# lut_line_sched

Fig. 1: lut_line_sched, signal wires by layer
Only two layers are drawn.
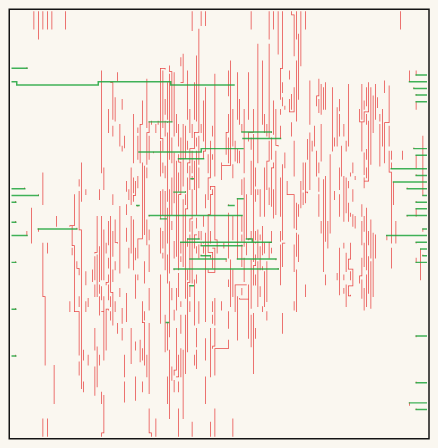

--- config.mk ---
export PLATFORM = sky130hd
export DESIGN_NAME = lut_line_sched
export DESIGN_NICKNAME = d
export VERILOG_FILES = /design/src/rtl/lut_line_sched.sv
export SDC_FILE = /design/constraint.sdc
export NUM_CORES = 1
export LEC_CHECK = 0
export ABC_AREA = 1
export CORE_AREA = 2 2 83 85
export CTS_CLUSTER_DIAMETER = 120
export DETAILED_ROUTE_END_ITERATION = 16
export DIE_AREA = 0 0 85 87
export PLACE_DENSITY = 0.85
export REMOVE_ABC_BUFFERS = 1
export SKIP_CTS_REPAIR_TIMING = 1
export SLEW_MARGIN = 0
export SYNTH_ARGS = -nofsm -noshare
export SYNTH_HDL_FRONTEND = slang
export SYNTH_SLANG_ARGS = --single-unit
--- constraint.sdc ---
create_clock -name clk -period 6.16 [get_ports clk]
set_input_delay 0.924 -clock clk [delete_from_list [all_inputs] [get_ports clk]]
set_output_delay 0.924 -clock clk [all_outputs]
set_load 0.02 [all_outputs]
--- src/rtl/lut_line_sched.sv ---
// lut_line_sched: dual-channel (left/right) LUT line prefetch scheduler.
// Issues one line-sized read at a time on a shared LUT read port.
// Channels are arbitrated round-robin. Each channel is paced by line credits
// so that its downstream LUT FIFO never holds more than FIFO_LINES lines.
// Optional feature macro: LUT_SCHED_STALL_CNT_EN adds a saturating stall_cnt
// output that counts cycles with rd_req_valid && !rd_req_ready.
module lut_line_sched #(
  parameter int unsigned IMG_WIDTH  = 640,
  parameter int unsigned IMG_HEIGHT = 480,
  parameter int unsigned FIFO_LINES = 2,
  parameter logic [31:0] LUT_BASE_L = 32'h0000_0000,
  parameter logic [31:0] LUT_BASE_R = 32'h0010_0000
) (
  input  logic        clk,
  input  logic        rst,
  input  logic        frame_en,
  input  logic        fsync_l,
  input  logic        fsync_r,
  input  logic        line_done_l,
  input  logic        line_done_r,
  output logic        rd_req_valid,
  input  logic        rd_req_ready,
  output logic [31:0] rd_req_addr,
  output logic [15:0] rd_req_len,
  output logic        rd_req_ch,
  output logic        busy_l,
  output logic        busy_r,
  output logic        frame_done_l,
  output logic        frame_done_r,
  output logic [1:0]  err
`ifdef LUT_SCHED_STALL_CNT_EN
  ,
  output logic [15:0] stall_cnt
`endif
);

  localparam int ISS_W = $clog2(IMG_HEIGHT + 1);

  typedef enum logic {IDLE, RUN} ch_state_t;

  // Index 0 = left, index 1 = right throughout.
  ch_state_t        state       [2];
  logic [ISS_W-1:0] issued      [2];
  logic [3:0]       outstanding [2];
  logic [1:0]       frame_done;

  logic [1:0]  fsync;
  logic [1:0]  line_done;
  logic [1:0]  accept;
  logic [1:0]  eligible;
  logic [1:0]  arm;
  logic [1:0]  dec_ok;
  logic        rr_next;   // channel preferred when both are eligible
  logic        grant_ch;
  logic [31:0] grant_addr;

  assign fsync     = {fsync_r, fsync_l};
  assign line_done = {line_done_r, line_done_l};

  assign busy_l       = (state[0] == RUN);
  assign busy_r       = (state[1] == RUN);
  assign frame_done_l = frame_done[0];
  assign frame_done_r = frame_done[1];

  // Per-channel handshake, credit and arming conditions.
  always_comb begin
    // NOTE: every always_comb output gets a default first so no path can infer a latch.
    accept   = '0;
    eligible = '0;
    arm      = '0;
    dec_ok   = '0;
    for (int c = 0; c < 2; c++) begin
      accept[c]   = rd_req_valid && rd_req_ready && (rd_req_ch == 1'(c));
      eligible[c] = (state[c] == RUN) && (issued[c] < ISS_W'(IMG_HEIGHT))
                    && (outstanding[c] < 4'(FIFO_LINES));
      arm[c]      = (state[c] == IDLE) && fsync[c] && frame_en;
      dec_ok[c]   = line_done[c] && (outstanding[c] != 4'd0);
    end
  end

  // Round-robin grant and the line start address of the granted channel.
  always_comb begin
    grant_ch   = (eligible == 2'b11) ? rr_next : eligible[1];
    grant_addr = (grant_ch ? LUT_BASE_R : LUT_BASE_L)
                 + 32'(issued[grant_ch]) * 32'(IMG_WIDTH * 4);
  end

  // Channel FSMs, line counters, frame_done pulses and sticky errors.
  always_ff @(posedge clk) begin
    if (rst) begin
      for (int c = 0; c < 2; c++) begin
        state[c]       <= IDLE;
        issued[c]      <= '0;
        outstanding[c] <= '0;
      end
      frame_done <= '0;
      err        <= '0;
    end else begin
      // NOTE: sequential state uses non-blocking assignments so every read sees pre-edge values.
      frame_done <= '0;
      for (int c = 0; c < 2; c++) begin
        case (state[c])
          IDLE: begin
            if (arm[c]) begin
              state[c]  <= RUN;
              issued[c] <= '0;
            end
          end
          RUN: begin
            if (fsync[c]) err[0] <= 1'b1;
            if (issued[c] == ISS_W'(IMG_HEIGHT) && outstanding[c] == 4'd0) begin
              state[c]      <= IDLE;
              frame_done[c] <= 1'b1;
            end
          end
          default: state[c] <= IDLE;
        endcase
        if (line_done[c] && outstanding[c] == 4'd0) err[1] <= 1'b1;
        if (accept[c]) issued[c] <= issued[c] + 1'b1;
        outstanding[c] <= outstanding[c] + {3'b000, accept[c]} - {3'b000, dec_ok[c]};
      end
    end
  end

  // Request register: loads only while idle, holds stable until accepted.
  always_ff @(posedge clk) begin
    if (rst) begin
      rd_req_valid <= 1'b0;
      rd_req_addr  <= '0;
      rd_req_len   <= '0;
      rd_req_ch    <= 1'b0;
      rr_next      <= 1'b0;
    end else if (rd_req_valid) begin
      if (rd_req_ready) begin
        rd_req_valid <= 1'b0;
        rr_next      <= ~rd_req_ch;
      end
    end else if (|eligible) begin
      rd_req_valid <= 1'b1;
      rd_req_addr  <= grant_addr;
      rd_req_len   <= 16'(IMG_WIDTH);
      rd_req_ch    <= grant_ch;
    end
  end

`ifdef LUT_SCHED_STALL_CNT_EN
  // Saturating count of back-pressured request cycles, restarted by each new frame.
  always_ff @(posedge clk) begin
    if (rst || (|arm)) begin
      stall_cnt <= '0;
    end else if (rd_req_valid && !rd_req_ready && stall_cnt != 16'hFFFF) begin
      stall_cnt <= stall_cnt + 16'd1;
    end
  end
`endif

endmodule

# h14tx_lock_filter

`config.mk`:
```
export PLATFORM = sky130hd
export DESIGN_NAME = h14tx_lock_filter
export DESIGN_NICKNAME = d
export VERILOG_FILES = /design/src/rtl/h14tx_lock_filter.sv
export SDC_FILE = /design/constraint.sdc
export NUM_CORES = 1
export LEC_CHECK = 0
export CORE_MARGIN = 3
export CORE_UTILIZATION = 50
export DETAILED_ROUTE_END_ITERATION = 12
export PLACE_DENSITY_LB_ADDON = 0.05
export RECOVER_POWER = 25
export SLEW_MARGIN = 20
export SYNTH_ARGS = -nofsm -noshare
export SYNTH_HDL_FRONTEND = slang
export SYNTH_SLANG_ARGS = --single-unit
```
`constraint.sdc`:
```
create_clock -name clk -period 5.9 [get_ports clk]
set_input_delay 0.885 -clock clk [delete_from_list [all_inputs] [get_ports clk]]
set_output_delay 0.885 -clock clk [all_outputs]
set_load 0.05 [all_outputs]
```
`src/rtl/h14tx_lock_filter.sv`:
```
// rtl/h14tx_lock_filter.sv - PLL lock debounce: sync, qualify, glitch holdoff, loss counting
module h14tx_lock_filter #(
    parameter int STABLE_CYCLES = 1024,
    parameter int GLITCH_CYCLES = 4
) (
    input  logic       clk,
    input  logic       rst,
    input  logic       pll_lock_raw,
    input  logic       clr_loss,
    output logic       lock,
    output logic       lock_lost_stb,
    output logic [7:0] loss_count
);

    localparam int MAXC = (STABLE_CYCLES > GLITCH_CYCLES) ? STABLE_CYCLES : GLITCH_CYCLES;
    localparam int CW   = (MAXC > 1) ? $clog2(MAXC) : 1;
    localparam logic [CW-1:0] STABLE_LAST = CW'(STABLE_CYCLES - 1);
    localparam logic [CW-1:0] GLITCH_LAST = CW'(GLITCH_CYCLES - 1);

    typedef enum logic [1:0] {
        ST_UNLOCKED = 2'd0,
        ST_QUALIFY  = 2'd1,
        ST_LOCKED   = 2'd2,
        ST_HOLDOFF  = 2'd3
    } state_t;

    logic          r_sync1;
    logic          r_sync2;
    state_t        r_state;
    state_t        w_state_nxt;
    logic [CW-1:0] r_cnt;
    logic [CW-1:0] w_cnt_nxt;
    logic          w_loss;
    logic          r_stb;
    logic [7:0]    r_loss_count;
    logic          w_lock_s;

    always_ff @(posedge clk or posedge rst) begin
        if (rst) begin
            r_sync1 <= 1'b0;
            r_sync2 <= 1'b0;
        end else begin
            r_sync1 <= pll_lock_raw;
            r_sync2 <= r_sync1;
        end
    end

    assign w_lock_s = r_sync2;

    always_ff @(posedge clk or posedge rst) begin
        if (rst) begin
            r_state <= ST_UNLOCKED;
            r_cnt   <= '0;
        end else begin
            r_state <= w_state_nxt;
            r_cnt   <= w_cnt_nxt;
        end
    end

    // One counter serves both the qualify window and the glitch holdoff window.
    always_comb begin
        w_state_nxt = r_state;
        w_cnt_nxt   = r_cnt;
        w_loss      = 1'b0;
        case (r_state)
            ST_UNLOCKED: begin
                if (w_lock_s) begin
                    w_state_nxt = ST_QUALIFY;
                    w_cnt_nxt   = '0;
                end
            end
            ST_QUALIFY: begin
                if (!w_lock_s) begin
                    w_state_nxt = ST_UNLOCKED;
                    w_cnt_nxt   = '0;
                end else if (r_cnt == STABLE_LAST) begin
                    w_state_nxt = ST_LOCKED;
                end else begin
                    w_cnt_nxt = r_cnt + CW'(1);
                end
            end
            ST_LOCKED: begin
                if (!w_lock_s) begin
                    w_state_nxt = ST_HOLDOFF;
                    w_cnt_nxt   = '0;
                end
            end
            ST_HOLDOFF: begin
                if (w_lock_s) begin
                    w_state_nxt = ST_LOCKED;
                end else if (r_cnt == GLITCH_LAST) begin
                    w_state_nxt = ST_UNLOCKED;
                    w_loss      = 1'b1;
                end else begin
                    w_cnt_nxt = r_cnt + CW'(1);
                end
            end
            default: begin
                w_state_nxt = ST_UNLOCKED;
                w_cnt_nxt   = '0;
            end
        endcase
    end

    // A loss coinciding with a clear must still be counted.
    always_ff @(posedge clk or posedge rst) begin
        if (rst) begin
            r_stb        <= 1'b0;
            r_loss_count <= 8'd0;
        end else begin
            r_stb <= w_loss;
            if (clr_loss) begin
                r_loss_count <= w_loss ? 8'd1 : 8'd0;
            end else if (w_loss && (r_loss_count != 8'hFF)) begin
                r_loss_count <= r_loss_count + 8'd1;
            end
        end
    end

    assign lock          = (r_state == ST_LOCKED) || (r_state == ST_HOLDOFF);
    assign lock_lost_stb = r_stb;
    assign loss_count    = r_loss_count;

endmodule

```
# calibration_multi

### src/rtl/calibration_multi.sv
// ---------------------------------------------------------------------------
// calibration_multi
//
// Multi-region colour calibration. During one camera frame the raw RGB
// stream is summed inside NUM_REGIONS square windows (side 2^WIN_LOG2).
// After the frame-end pixel each window average is converted to YUV
// through a two-stage multiply / sum pipeline, one region per cycle.
// The results are stored per region for readback by the colour-threshold
// logic.
//
// Optional build macro: CAL_FRAME_AVG_EN
//   When defined, accumulation spans 4 consecutive frames. The
//   accumulators gain 2 bits and the averaging shift gains 2.
//
// Ports:
//   clk, reset_n          clock, asynchronous active-low reset
//   start                 one-cycle pulse, arms a run (ignored while busy)
//   pix_valid             raw_R/G/B, row, col valid this cycle
//   raw_R/raw_G/raw_B     8-bit pixel samples
//   row, col              current pixel coordinates
//   cfg_we/idx/row/col    window origin write (IDLE only)
//   rd_idx                region selected for readback
//   Y_out/U_out/V_out     registered YUV of region rd_idx (U/V signed)
//   busy                  high in ARM, ACCUM, CONVERT
//   done                  one-cycle pulse when the last region retires
//   Ctr                   completed-run count, saturating at 31
// ---------------------------------------------------------------------------
module calibration_multi #(
  parameter int NUM_REGIONS = 4,
  parameter int WIN_LOG2    = 2,
  parameter int COORD_W     = 13,
  parameter int FRAME_ROWS  = 480,
  parameter int FRAME_COLS  = 640
) (
  input  logic               clk,
  input  logic               reset_n,
  input  logic               start,
  input  logic               pix_valid,
  input  logic [7:0]         raw_R,
  input  logic [7:0]         raw_G,
  input  logic [7:0]         raw_B,
  input  logic [COORD_W-1:0] row,
  input  logic [COORD_W-1:0] col,
  input  logic               cfg_we,
  input  logic [2:0]         cfg_idx,
  input  logic [COORD_W-1:0] cfg_row,
  input  logic [COORD_W-1:0] cfg_col,
  input  logic [2:0]         rd_idx,
  output logic [7:0]         Y_out,
  output logic signed [8:0]  U_out,
  output logic signed [8:0]  V_out,
  output logic               busy,
  output logic               done,
  output logic [4:0]         Ctr
);

`ifdef CAL_FRAME_AVG_EN
  localparam int EXTRA = 2;
`else
  localparam int EXTRA = 0;
`endif

  localparam int ACC_W = 8 + 2 * WIN_LOG2 + EXTRA;
  localparam int SHIFT = 2 * WIN_LOG2 + EXTRA;

  // One extra bit so a window near the coordinate limit never wraps.
  localparam logic [COORD_W:0]   WIN_EXT  = (COORD_W + 1)'(1 << WIN_LOG2);
  localparam logic [COORD_W-1:0] ROW_LAST = COORD_W'(FRAME_ROWS - 1);
  localparam logic [COORD_W-1:0] COL_LAST = COORD_W'(FRAME_COLS - 1);
  localparam logic [3:0]         NR4      = 4'(NUM_REGIONS);

  typedef enum logic [1:0] {
    S_IDLE    = 2'd0,
    S_ARM     = 2'd1,
    S_ACCUM   = 2'd2,
    S_CONVERT = 2'd3
  } state_t;

  state_t r_state;
  state_t w_next;

  logic [COORD_W-1:0] r_org_row [NUM_REGIONS];
  logic [COORD_W-1:0] r_org_col [NUM_REGIONS];
  logic [ACC_W-1:0]   r_acc_r   [NUM_REGIONS];
  logic [ACC_W-1:0]   r_acc_g   [NUM_REGIONS];
  logic [ACC_W-1:0]   r_acc_b   [NUM_REGIONS];
  logic [7:0]         r_res_y   [NUM_REGIONS];
  logic signed [8:0]  r_res_u   [NUM_REGIONS];
  logic signed [8:0]  r_res_v   [NUM_REGIONS];

  logic [COORD_W:0]     w_row_lim [NUM_REGIONS];
  logic [COORD_W:0]     w_col_lim [NUM_REGIONS];
  logic [NUM_REGIONS-1:0] w_hit;

  logic w_frame_start;
  logic w_frame_end;
  logic w_last_frame;
  logic w_enter_arm;
  logic w_acc_en;
  logic w_last_retire;
  logic w_busy_nxt;
  logic w_done_nxt;

  logic       r_busy;
  logic       r_done;
  logic [4:0] r_ctr;

  // Conversion pipeline state
  logic [3:0]  r_iss_idx;
  logic        r_s1_vld;
  logic [3:0]  r_s1_idx;
  logic [15:0] r_p_ry, r_p_gy, r_p_by;
  logic [15:0] r_p_ru, r_p_gu, r_p_bu;
  logic [15:0] r_p_rv, r_p_gv, r_p_bv;
  logic        r_s2_vld;
  logic [3:0]  r_s2_idx;
  logic [7:0]  r_s2_y;
  logic signed [8:0] r_s2_u;
  logic signed [8:0] r_s2_v;

  logic [7:0]  w_avg_r, w_avg_g, w_avg_b;
  logic [17:0] w_y_sum;
  logic signed [17:0] w_u_sum;
  logic signed [17:0] w_v_sum;

  logic [7:0]        w_rd_y;
  logic signed [8:0] w_rd_u;
  logic signed [8:0] w_rd_v;

  logic [7:0]        r_y_out;
  logic signed [8:0] r_u_out;
  logic signed [8:0] r_v_out;

  assign w_frame_start = pix_valid && (row == {COORD_W{1'b0}}) && (col == {COORD_W{1'b0}});
  assign w_frame_end   = pix_valid && (row == ROW_LAST) && (col == COL_LAST);
  assign w_enter_arm   = (r_state == S_IDLE) && (w_next == S_ARM);
  assign w_acc_en      = ((r_state == S_ARM) && w_frame_start) || (r_state == S_ACCUM);
  assign w_last_retire = r_s2_vld && (r_s2_idx == (NR4 - 4'd1));

  // Window membership: origin <= coord < origin + side, on both axes.
  genvar gi;
  for (gi = 0; gi < NUM_REGIONS; gi++) begin : g_hit
    assign w_row_lim[gi] = {1'b0, r_org_row[gi]} + WIN_EXT;
    assign w_col_lim[gi] = {1'b0, r_org_col[gi]} + WIN_EXT;
    assign w_hit[gi] = pix_valid
                       && (row >= r_org_row[gi]) && ({1'b0, row} < w_row_lim[gi])
                       && (col >= r_org_col[gi]) && ({1'b0, col} < w_col_lim[gi]);
  end

`ifdef CAL_FRAME_AVG_EN
  logic [1:0] r_frame;

  // Counts completed frames within a multi-frame accumulation.
  always_ff @(posedge clk or negedge reset_n) begin
    if (!reset_n) begin
      r_frame <= 2'd0;
    end else if (w_enter_arm) begin
      r_frame <= 2'd0;
    end else if ((r_state == S_ACCUM) && w_frame_end) begin
      r_frame <= r_frame + 2'd1;
    end else begin
      r_frame <= r_frame;
    end
  end

  assign w_last_frame = (r_frame == 2'd3);
`else
  assign w_last_frame = 1'b1;
`endif

  // FSM state register.
  always_ff @(posedge clk or negedge reset_n) begin
    if (!reset_n) begin
      r_state <= S_IDLE;
    end else begin
      r_state <= w_next;
    end
  end

  // FSM next-state logic.
  always_comb begin
    w_next = r_state;
    case (r_state)
      S_IDLE: begin
        if (start) w_next = S_ARM;
        else       w_next = S_IDLE;
      end
      S_ARM: begin
        if (w_frame_start) w_next = S_ACCUM;
        else               w_next = S_ARM;
      end
      S_ACCUM: begin
        if (w_frame_end && w_last_frame) w_next = S_CONVERT;
        else                             w_next = S_ACCUM;
      end
      S_CONVERT: begin
        if (w_last_retire) w_next = S_IDLE;
        else               w_next = S_CONVERT;
      end
      default: w_next = S_IDLE;
    endcase
  end

  // FSM output logic, registered below.
  always_comb begin
    w_busy_nxt = (w_next != S_IDLE);
    w_done_nxt = (r_state == S_CONVERT) && w_last_retire;
  end

  // Registered status outputs and saturating run counter.
  always_ff @(posedge clk or negedge reset_n) begin
    if (!reset_n) begin
      r_busy <= 1'b0;
      r_done <= 1'b0;
      r_ctr  <= 5'd0;
    end else begin
      r_busy <= w_busy_nxt;
      r_done <= w_done_nxt;
      if (w_done_nxt && (r_ctr != 5'd31)) r_ctr <= r_ctr + 5'd1;
      else                                r_ctr <= r_ctr;
    end
  end

  // Window origin registers; writable only while idle.
  always_ff @(posedge clk or negedge reset_n) begin
    if (!reset_n) begin
      for (int i = 0; i < NUM_REGIONS; i++) begin
        r_org_row[i] <= {COORD_W{1'b0}};
        r_org_col[i] <= {COORD_W{1'b0}};
      end
    end else begin
      for (int i = 0; i < NUM_REGIONS; i++) begin
        if (cfg_we && (r_state == S_IDLE) && (cfg_idx == 3'(i))) begin
          r_org_row[i] <= cfg_row;
          r_org_col[i] <= cfg_col;
        end else begin
          r_org_row[i] <= r_org_row[i];
          r_org_col[i] <= r_org_col[i];
        end
      end
    end
  end

  // Per-region RGB accumulators; cleared when a run is armed.
  always_ff @(posedge clk or negedge reset_n) begin
    if (!reset_n) begin
      for (int i = 0; i < NUM_REGIONS; i++) begin
        r_acc_r[i] <= {ACC_W{1'b0}};
        r_acc_g[i] <= {ACC_W{1'b0}};
        r_acc_b[i] <= {ACC_W{1'b0}};
      end
    end else if (w_enter_arm) begin
      for (int i = 0; i < NUM_REGIONS; i++) begin
        r_acc_r[i] <= {ACC_W{1'b0}};
        r_acc_g[i] <= {ACC_W{1'b0}};
        r_acc_b[i] <= {ACC_W{1'b0}};
      end
    end else if (w_acc_en) begin
      for (int i = 0; i < NUM_REGIONS; i++) begin
        if (w_hit[i]) begin
          r_acc_r[i] <= r_acc_r[i] + ACC_W'(raw_R);
          r_acc_g[i] <= r_acc_g[i] + ACC_W'(raw_G);
          r_acc_b[i] <= r_acc_b[i] + ACC_W'(raw_B);
        end else begin
          r_acc_r[i] <= r_acc_r[i];
          r_acc_g[i] <= r_acc_g[i];
          r_acc_b[i] <= r_acc_b[i];
        end
      end
    end else begin
      for (int i = 0; i < NUM_REGIONS; i++) begin
        r_acc_r[i] <= r_acc_r[i];
        r_acc_g[i] <= r_acc_g[i];
        r_acc_b[i] <= r_acc_b[i];
      end
    end
  end

  // Average of the region being issued; the divisor is the full window
  // area even when the window was clipped by the frame edge.
  always_comb begin
    w_avg_r = 8'd0;
    w_avg_g = 8'd0;
    w_avg_b = 8'd0;
    for (int i = 0; i < NUM_REGIONS; i++) begin
      w_avg_r = (r_iss_idx == 4'(i)) ? 8'(r_acc_r[i] >> SHIFT) : w_avg_r;
      w_avg_g = (r_iss_idx == 4'(i)) ? 8'(r_acc_g[i] >> SHIFT) : w_avg_g;
      w_avg_b = (r_iss_idx == 4'(i)) ? 8'(r_acc_b[i] >> SHIFT) : w_avg_b;
    end
  end

  // Issue counter: walks regions 0..NUM_REGIONS-1 during CONVERT.
  always_ff @(posedge clk or negedge reset_n) begin
    if (!reset_n) begin
      r_iss_idx <= 4'd0;
    end else if (r_state != S_CONVERT) begin
      r_iss_idx <= 4'd0;
    end else if (r_iss_idx < NR4) begin
      r_iss_idx <= r_iss_idx + 4'd1;
    end else begin
      r_iss_idx <= r_iss_idx;
    end
  end

  // Stage 1: coefficient magnitudes; signs are applied in stage 2.
  always_ff @(posedge clk or negedge reset_n) begin
    if (!reset_n) begin
      r_s1_vld <= 1'b0;
      r_s1_idx <= 4'd0;
      r_p_ry <= 16'd0; r_p_gy <= 16'd0; r_p_by <= 16'd0;
      r_p_ru <= 16'd0; r_p_gu <= 16'd0; r_p_bu <= 16'd0;
      r_p_rv <= 16'd0; r_p_gv <= 16'd0; r_p_bv <= 16'd0;
    end else if ((r_state == S_CONVERT) && (r_iss_idx < NR4)) begin
      r_s1_vld <= 1'b1;
      r_s1_idx <= r_iss_idx;
      r_p_ry <= 16'(w_avg_r) * 16'd77;
      r_p_gy <= 16'(w_avg_g) * 16'd150;
      r_p_by <= 16'(w_avg_b) * 16'd29;
      r_p_ru <= 16'(w_avg_r) * 16'd43;
      r_p_gu <= 16'(w_avg_g) * 16'd85;
      r_p_bu <= 16'(w_avg_b) * 16'd128;
      r_p_rv <= 16'(w_avg_r) * 16'd128;
      r_p_gv <= 16'(w_avg_g) * 16'd107;
      r_p_bv <= 16'(w_avg_b) * 16'd21;
    end else begin
      r_s1_vld <= 1'b0;
      r_s1_idx <= r_s1_idx;
      r_p_ry <= r_p_ry; r_p_gy <= r_p_gy; r_p_by <= r_p_by;
      r_p_ru <= r_p_ru; r_p_gu <= r_p_gu; r_p_bu <= r_p_bu;
      r_p_rv <= r_p_rv; r_p_gv <= r_p_gv; r_p_bv <= r_p_bv;
    end
  end

  assign w_y_sum = {2'b00, r_p_ry} + {2'b00, r_p_gy} + {2'b00, r_p_by};
  assign w_u_sum = $signed({2'b00, r_p_bu}) - $signed({2'b00, r_p_ru}) - $signed({2'b00, r_p_gu});
  assign w_v_sum = $signed({2'b00, r_p_rv}) - $signed({2'b00, r_p_gv}) - $signed({2'b00, r_p_bv});

  // Stage 2: sum and scale by 1/256; arithmetic shift floors U and V.
  always_ff @(posedge clk or negedge reset_n) begin
    if (!reset_n) begin
      r_s2_vld <= 1'b0;
      r_s2_idx <= 4'd0;
      r_s2_y   <= 8'd0;
      r_s2_u   <= 9'sd0;
      r_s2_v   <= 9'sd0;
    end else begin
      r_s2_vld <= r_s1_vld;
      r_s2_idx <= r_s1_idx;
      r_s2_y   <= 8'(w_y_sum >> 8);
      r_s2_u   <= 9'(w_u_sum >>> 8);
      r_s2_v   <= 9'(w_v_sum >>> 8);
    end
  end

  // Result store: a region is overwritten only when it retires.
  always_ff @(posedge clk or negedge reset_n) begin
    if (!reset_n) begin
      for (int i = 0; i < NUM_REGIONS; i++) begin
        r_res_y[i] <= 8'd0;
        r_res_u[i] <= 9'sd0;
        r_res_v[i] <= 9'sd0;
      end
    end else begin
      for (int i = 0; i < NUM_REGIONS; i++) begin
        if (r_s2_vld && (r_s2_idx == 4'(i))) begin
          r_res_y[i] <= r_s2_y;
          r_res_u[i] <= r_s2_u;
          r_res_v[i] <= r_s2_v;
        end else begin
          r_res_y[i] <= r_res_y[i];
          r_res_u[i] <= r_res_u[i];
          r_res_v[i] <= r_res_v[i];
        end
      end
    end
  end

  // Readback select; indices beyond the configured regions read as zero.
  always_comb begin
    w_rd_y = 8'd0;
    w_rd_u = 9'sd0;
    w_rd_v = 9'sd0;
    for (int i = 0; i < NUM_REGIONS; i++) begin
      w_rd_y = (rd_idx == 3'(i)) ? r_res_y[i] : w_rd_y;
      w_rd_u = (rd_idx == 3'(i)) ? r_res_u[i] : w_rd_u;
      w_rd_v = (rd_idx == 3'(i)) ? r_res_v[i] : w_rd_v;
    end
  end

  // Registered readback outputs.
  always_ff @(posedge clk or negedge reset_n) begin
    if (!reset_n) begin
      r_y_out <= 8'd0;
      r_u_out <= 9'sd0;
      r_v_out <= 9'sd0;
    end else begin
      r_y_out <= w_rd_y;
      r_u_out <= w_rd_u;
      r_v_out <= w_rd_v;
    end
  end

  assign Y_out = r_y_out;
  assign U_out = r_u_out;
  assign V_out = r_v_out;
  assign busy  = r_busy;
  assign done  = r_done;
  assign Ctr   = r_ctr;

endmodule
### config.mk
export PLATFORM = sky130hd
export DESIGN_NAME = calibration_multi
export DESIGN_NICKNAME = d
export VERILOG_FILES = /design/src/rtl/calibration_multi.sv
export SDC_FILE = /design/constraint.sdc
export NUM_CORES = 2
export LEC_CHECK = 0
export CAP_MARGIN = 20
export CORE_ASPECT_RATIO = 0.8
export CORE_UTILIZATION = 68
export CTS_BUF_LIST = sky130_fd_sc_hd__clkbuf_16
export CTS_CLUSTER_SIZE = 16
export DETAILED_ROUTE_END_ITERATION = 8
export GPL_ROUTABILITY_DRIVEN = 1
export PLACE_DENSITY = 0.92
export SYNTH_ARGS = -nofsm -noshare
export SYNTH_HDL_FRONTEND = slang
export SYNTH_SLANG_ARGS = --single-unit
### constraint.sdc
create_clock -name clk -period 13.1 [get_ports clk]
set_clock_uncertainty 0.15 [all_clocks]
set_input_delay 1.31 -clock clk [delete_from_list [all_inputs] [get_ports clk]]
set_output_delay 1.31 -clock clk [all_outputs]
set_load 0.01 [all_outputs]
Fig. 2: calibration_multi, signal wires by layer
Only two layers are drawn.
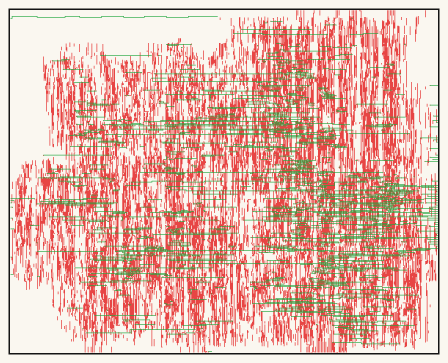
- red: metal 2 (wire length 46.8 mm)
- green: metal 3 (wire length 10500 um)
All-Layer GR Usage: 0.3649
Via Count: 31220
routed len/inst: 21.45 um
Detailed Route WL: 103600 um

Fig. 3: calibration_multi, met1 routing
Supply wires on this layer in gray.
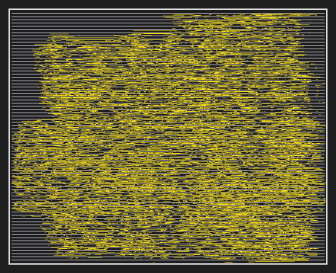
- longest straight run: 49.0 um
- nets with wire on the layer: 4516
- main direction: horizontal
- share of all routed wire: 40%
M1 GR Usage: 0.4907

==> results.tsv, calibration_multi <==
metric	value	unit
postCtsHoldBufs	0	
startpoint_type	register	
reg2regPathDepth	20	
syn-cell-area	0.03860	sq mm
rsz0062_at_grt	false	
lay_top_cells	ha_1 (563), dfrtp_1 (529), nand2_1 (405)	
crit_required	13.44	ns
initial_core_util	0.6931	
logic_area	0.02360	sq mm
yosysTopAreaCell	dfrtp_1	
regArea	0.01324	sq mm
warning_count	45	
powerComb	310	uW
final-max-slew-violation-count	0	
critical_path.cell_chain	nor2_1, and2_0, a22oi_1, nor2_1, a21oi_1, o21ai_0, ha_1, fa_1, ha_1, inv_1, fa_1, inv_1, ha_1, a21boi_0, o21ai_0, a21boi_0, o21ai_0, a211oi_1, o21a_1, o31ai_1	
r2r_start	r_iss_idx[2]	
mux_area_frac	0.07592	
core	0.05569	sq mm
top_cells_by_count	ha_1 (563), dfrtp_1 (529), nand2_1 (406)	
crit_start	r_iss_idx[2]	
max_cap_viol_count	0	
n_tap_cell	750	
final_common_cell	ha_1	
layout-drive-gt1-share	0.09296	
crit_fanout	9	
logic_gate_count	2926	
cts.path.max_buffers	3	
crit_buf_inv	2	
status	finished clean	
area_leaders	dfrtp_1 (34%), ha_1 (18%), mux2_2 (5.4%)	
synth_warnings	0	
synthAoiAreaFrac	0.1347	
utilization	0.7638	
power	3603	uW
seq_cells	529	
fa_ha_area_frac	0.2230	
drc	0	
globalRouteOverflowTotal	0	
wl_met2	46790	um
sh_seq_area	0.3112	
reg_top3	r_org_col (52), r_org_row (52)	
grt_use_met2	0.5706	
dominant_cells	combinational gates	
fin_ws	6.569	ns
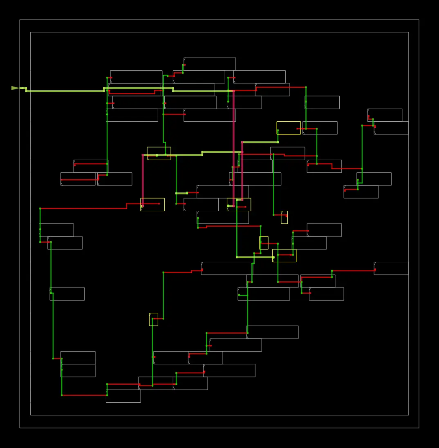
Fig. 4. The clock network (lut_line_sched).
Fin Clk Skew: 0.008479 ns
Late-Pin Clk Latency: 0.30 ns
clk pwr: 186 uW
TritonCTS Sinks: 49

## Picture notes: Fig. 1
- red: metal 2 (wire length 2890 um)
- green: metal 3 (wire length 281 um)
Detailed Route WL: 5839 um
routed len/inst: 11.61 um
Via Count: 2444
All-Layer GR Usage: 0.1687

==> results.tsv, lut_line_sched <==
metric	value	unit
status	finished clean	
fin_tns_setup	0	ns
reg2regPathDepth	20	
sh_seq_area	0.3364	
lay_top_cells	inv_1 (62), nand2_1 (57), nor2_1 (40)	
nClkBuffers	6	
p_sw_frac	0.3942	
routed.top_layer	met4	
yosys_cells	394	
pwr-share-comb	0.440	
port_buffers	30	
nNetsFinal	461	
pwr-share-clk	0.164	
globalRouteOverflowTotal	0	
layout-drive-gt1-share	0.05674	
syn-cell-area	0.003183	sq mm
diodes	0	
numCtsBuffers	5	
largestPowerGroup	combinational cells	
grt_use_met2	0.2997	
mux_area_frac	0	
fa_ha_area_frac	0.1289	
grt_pass1_wl	10120	um
final_common_cell	inv_1	
detail-route-antenna-nets	0	
critical_path.cell_chain	clkdlybuf4s50_1, inv_1, nand2_1, nand3_1	
pre_cts_ws	2.711	ns
fin_ws	3.009	ns
tightest_slew	0.7053	ns
logic_area	0.001583	sq mm
warning_count	27	
nonClkBufAreaFrac	0.08627	
regArea	0.001171	sq mm
synth_cells	394	
finalHoldViolations	0	
std_cell_rows	30	
final-max-slew-violation-count	0	
Fig. 5: h14tx_lock_filter, met1 routing
Supply wires on this layer in gray.
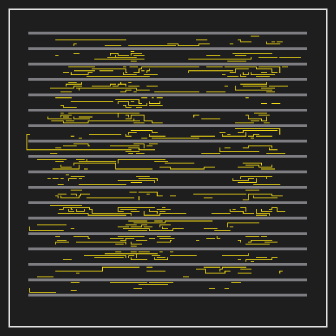
- longest straight run: 18.4 um
- wire length on this layer: 1040 um
Via Count: 999
Detailed Route WL: 2299 um
M1 GR Usage: 0.2033

Fig. 6: h14tx_lock_filter, close-up of the layout
Scale bar: 10 um. Region (13, 13) to (43, 43) um. Cells in gray, sequential cells in the stronger gray; small squares are vias.
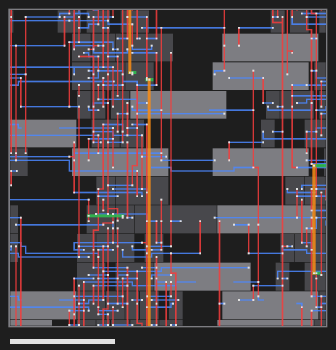
- green: metal 3
- orange: metal 4
- red: metal 2
- blue: metal 1
- sequential cells in the window: 10
- netlist names of flops here include: loss_count (5), r_cnt (4)
- cells with their middle in the window: 52
- most frequent: dfrtp_1 (10), nor2_1 (9)

==> results.tsv, h14tx_lock_filter <==
metric	value	unit
status	finished clean	
lay_top_cells	dfrtp_1 (23), nor2_1 (16), clkdlybuf4s50_1 (11)	
drtIter0Drc	12	
flop_cell	dfrtp_1	
rsz0062_at_grt	false	
logic_gate_count	96	
pre_cts_ws	3.613	ns
wl_per_cell	13.68	um
r2r_start	r_cnt[5]	
n_tap_cell	28	
seq_cells	23	
routed.top_layer	met4	
startpoint_type	register	
tightest_slew	1.019	ns
syn-cell-area	0.001239	sq mm
r2r_slack	3.52	ns
top_cells_by_count	dfrtp_1 (23), nor2_1 (16), nand3_1 (10)	
yosys.area_share.simple	0.2697	
fin_cells	168	
layout-drive-gt1-share	0.07143	
clock_skew	0.01280	ns
fmax	395.3	MHz
power	250.8	uW
firstDrtPassIters	5	
clock_power	73.6	uW
synth-edff-count	0	
initial_core_util	0.5443	
chipArea	0.003111	sq mm
signal_buffers	13	
grt_usage	0.1627	
grt_pass1_vias	935	
p_switching	60.39	uW

Power is estimated from default activity; no workload was simulated.
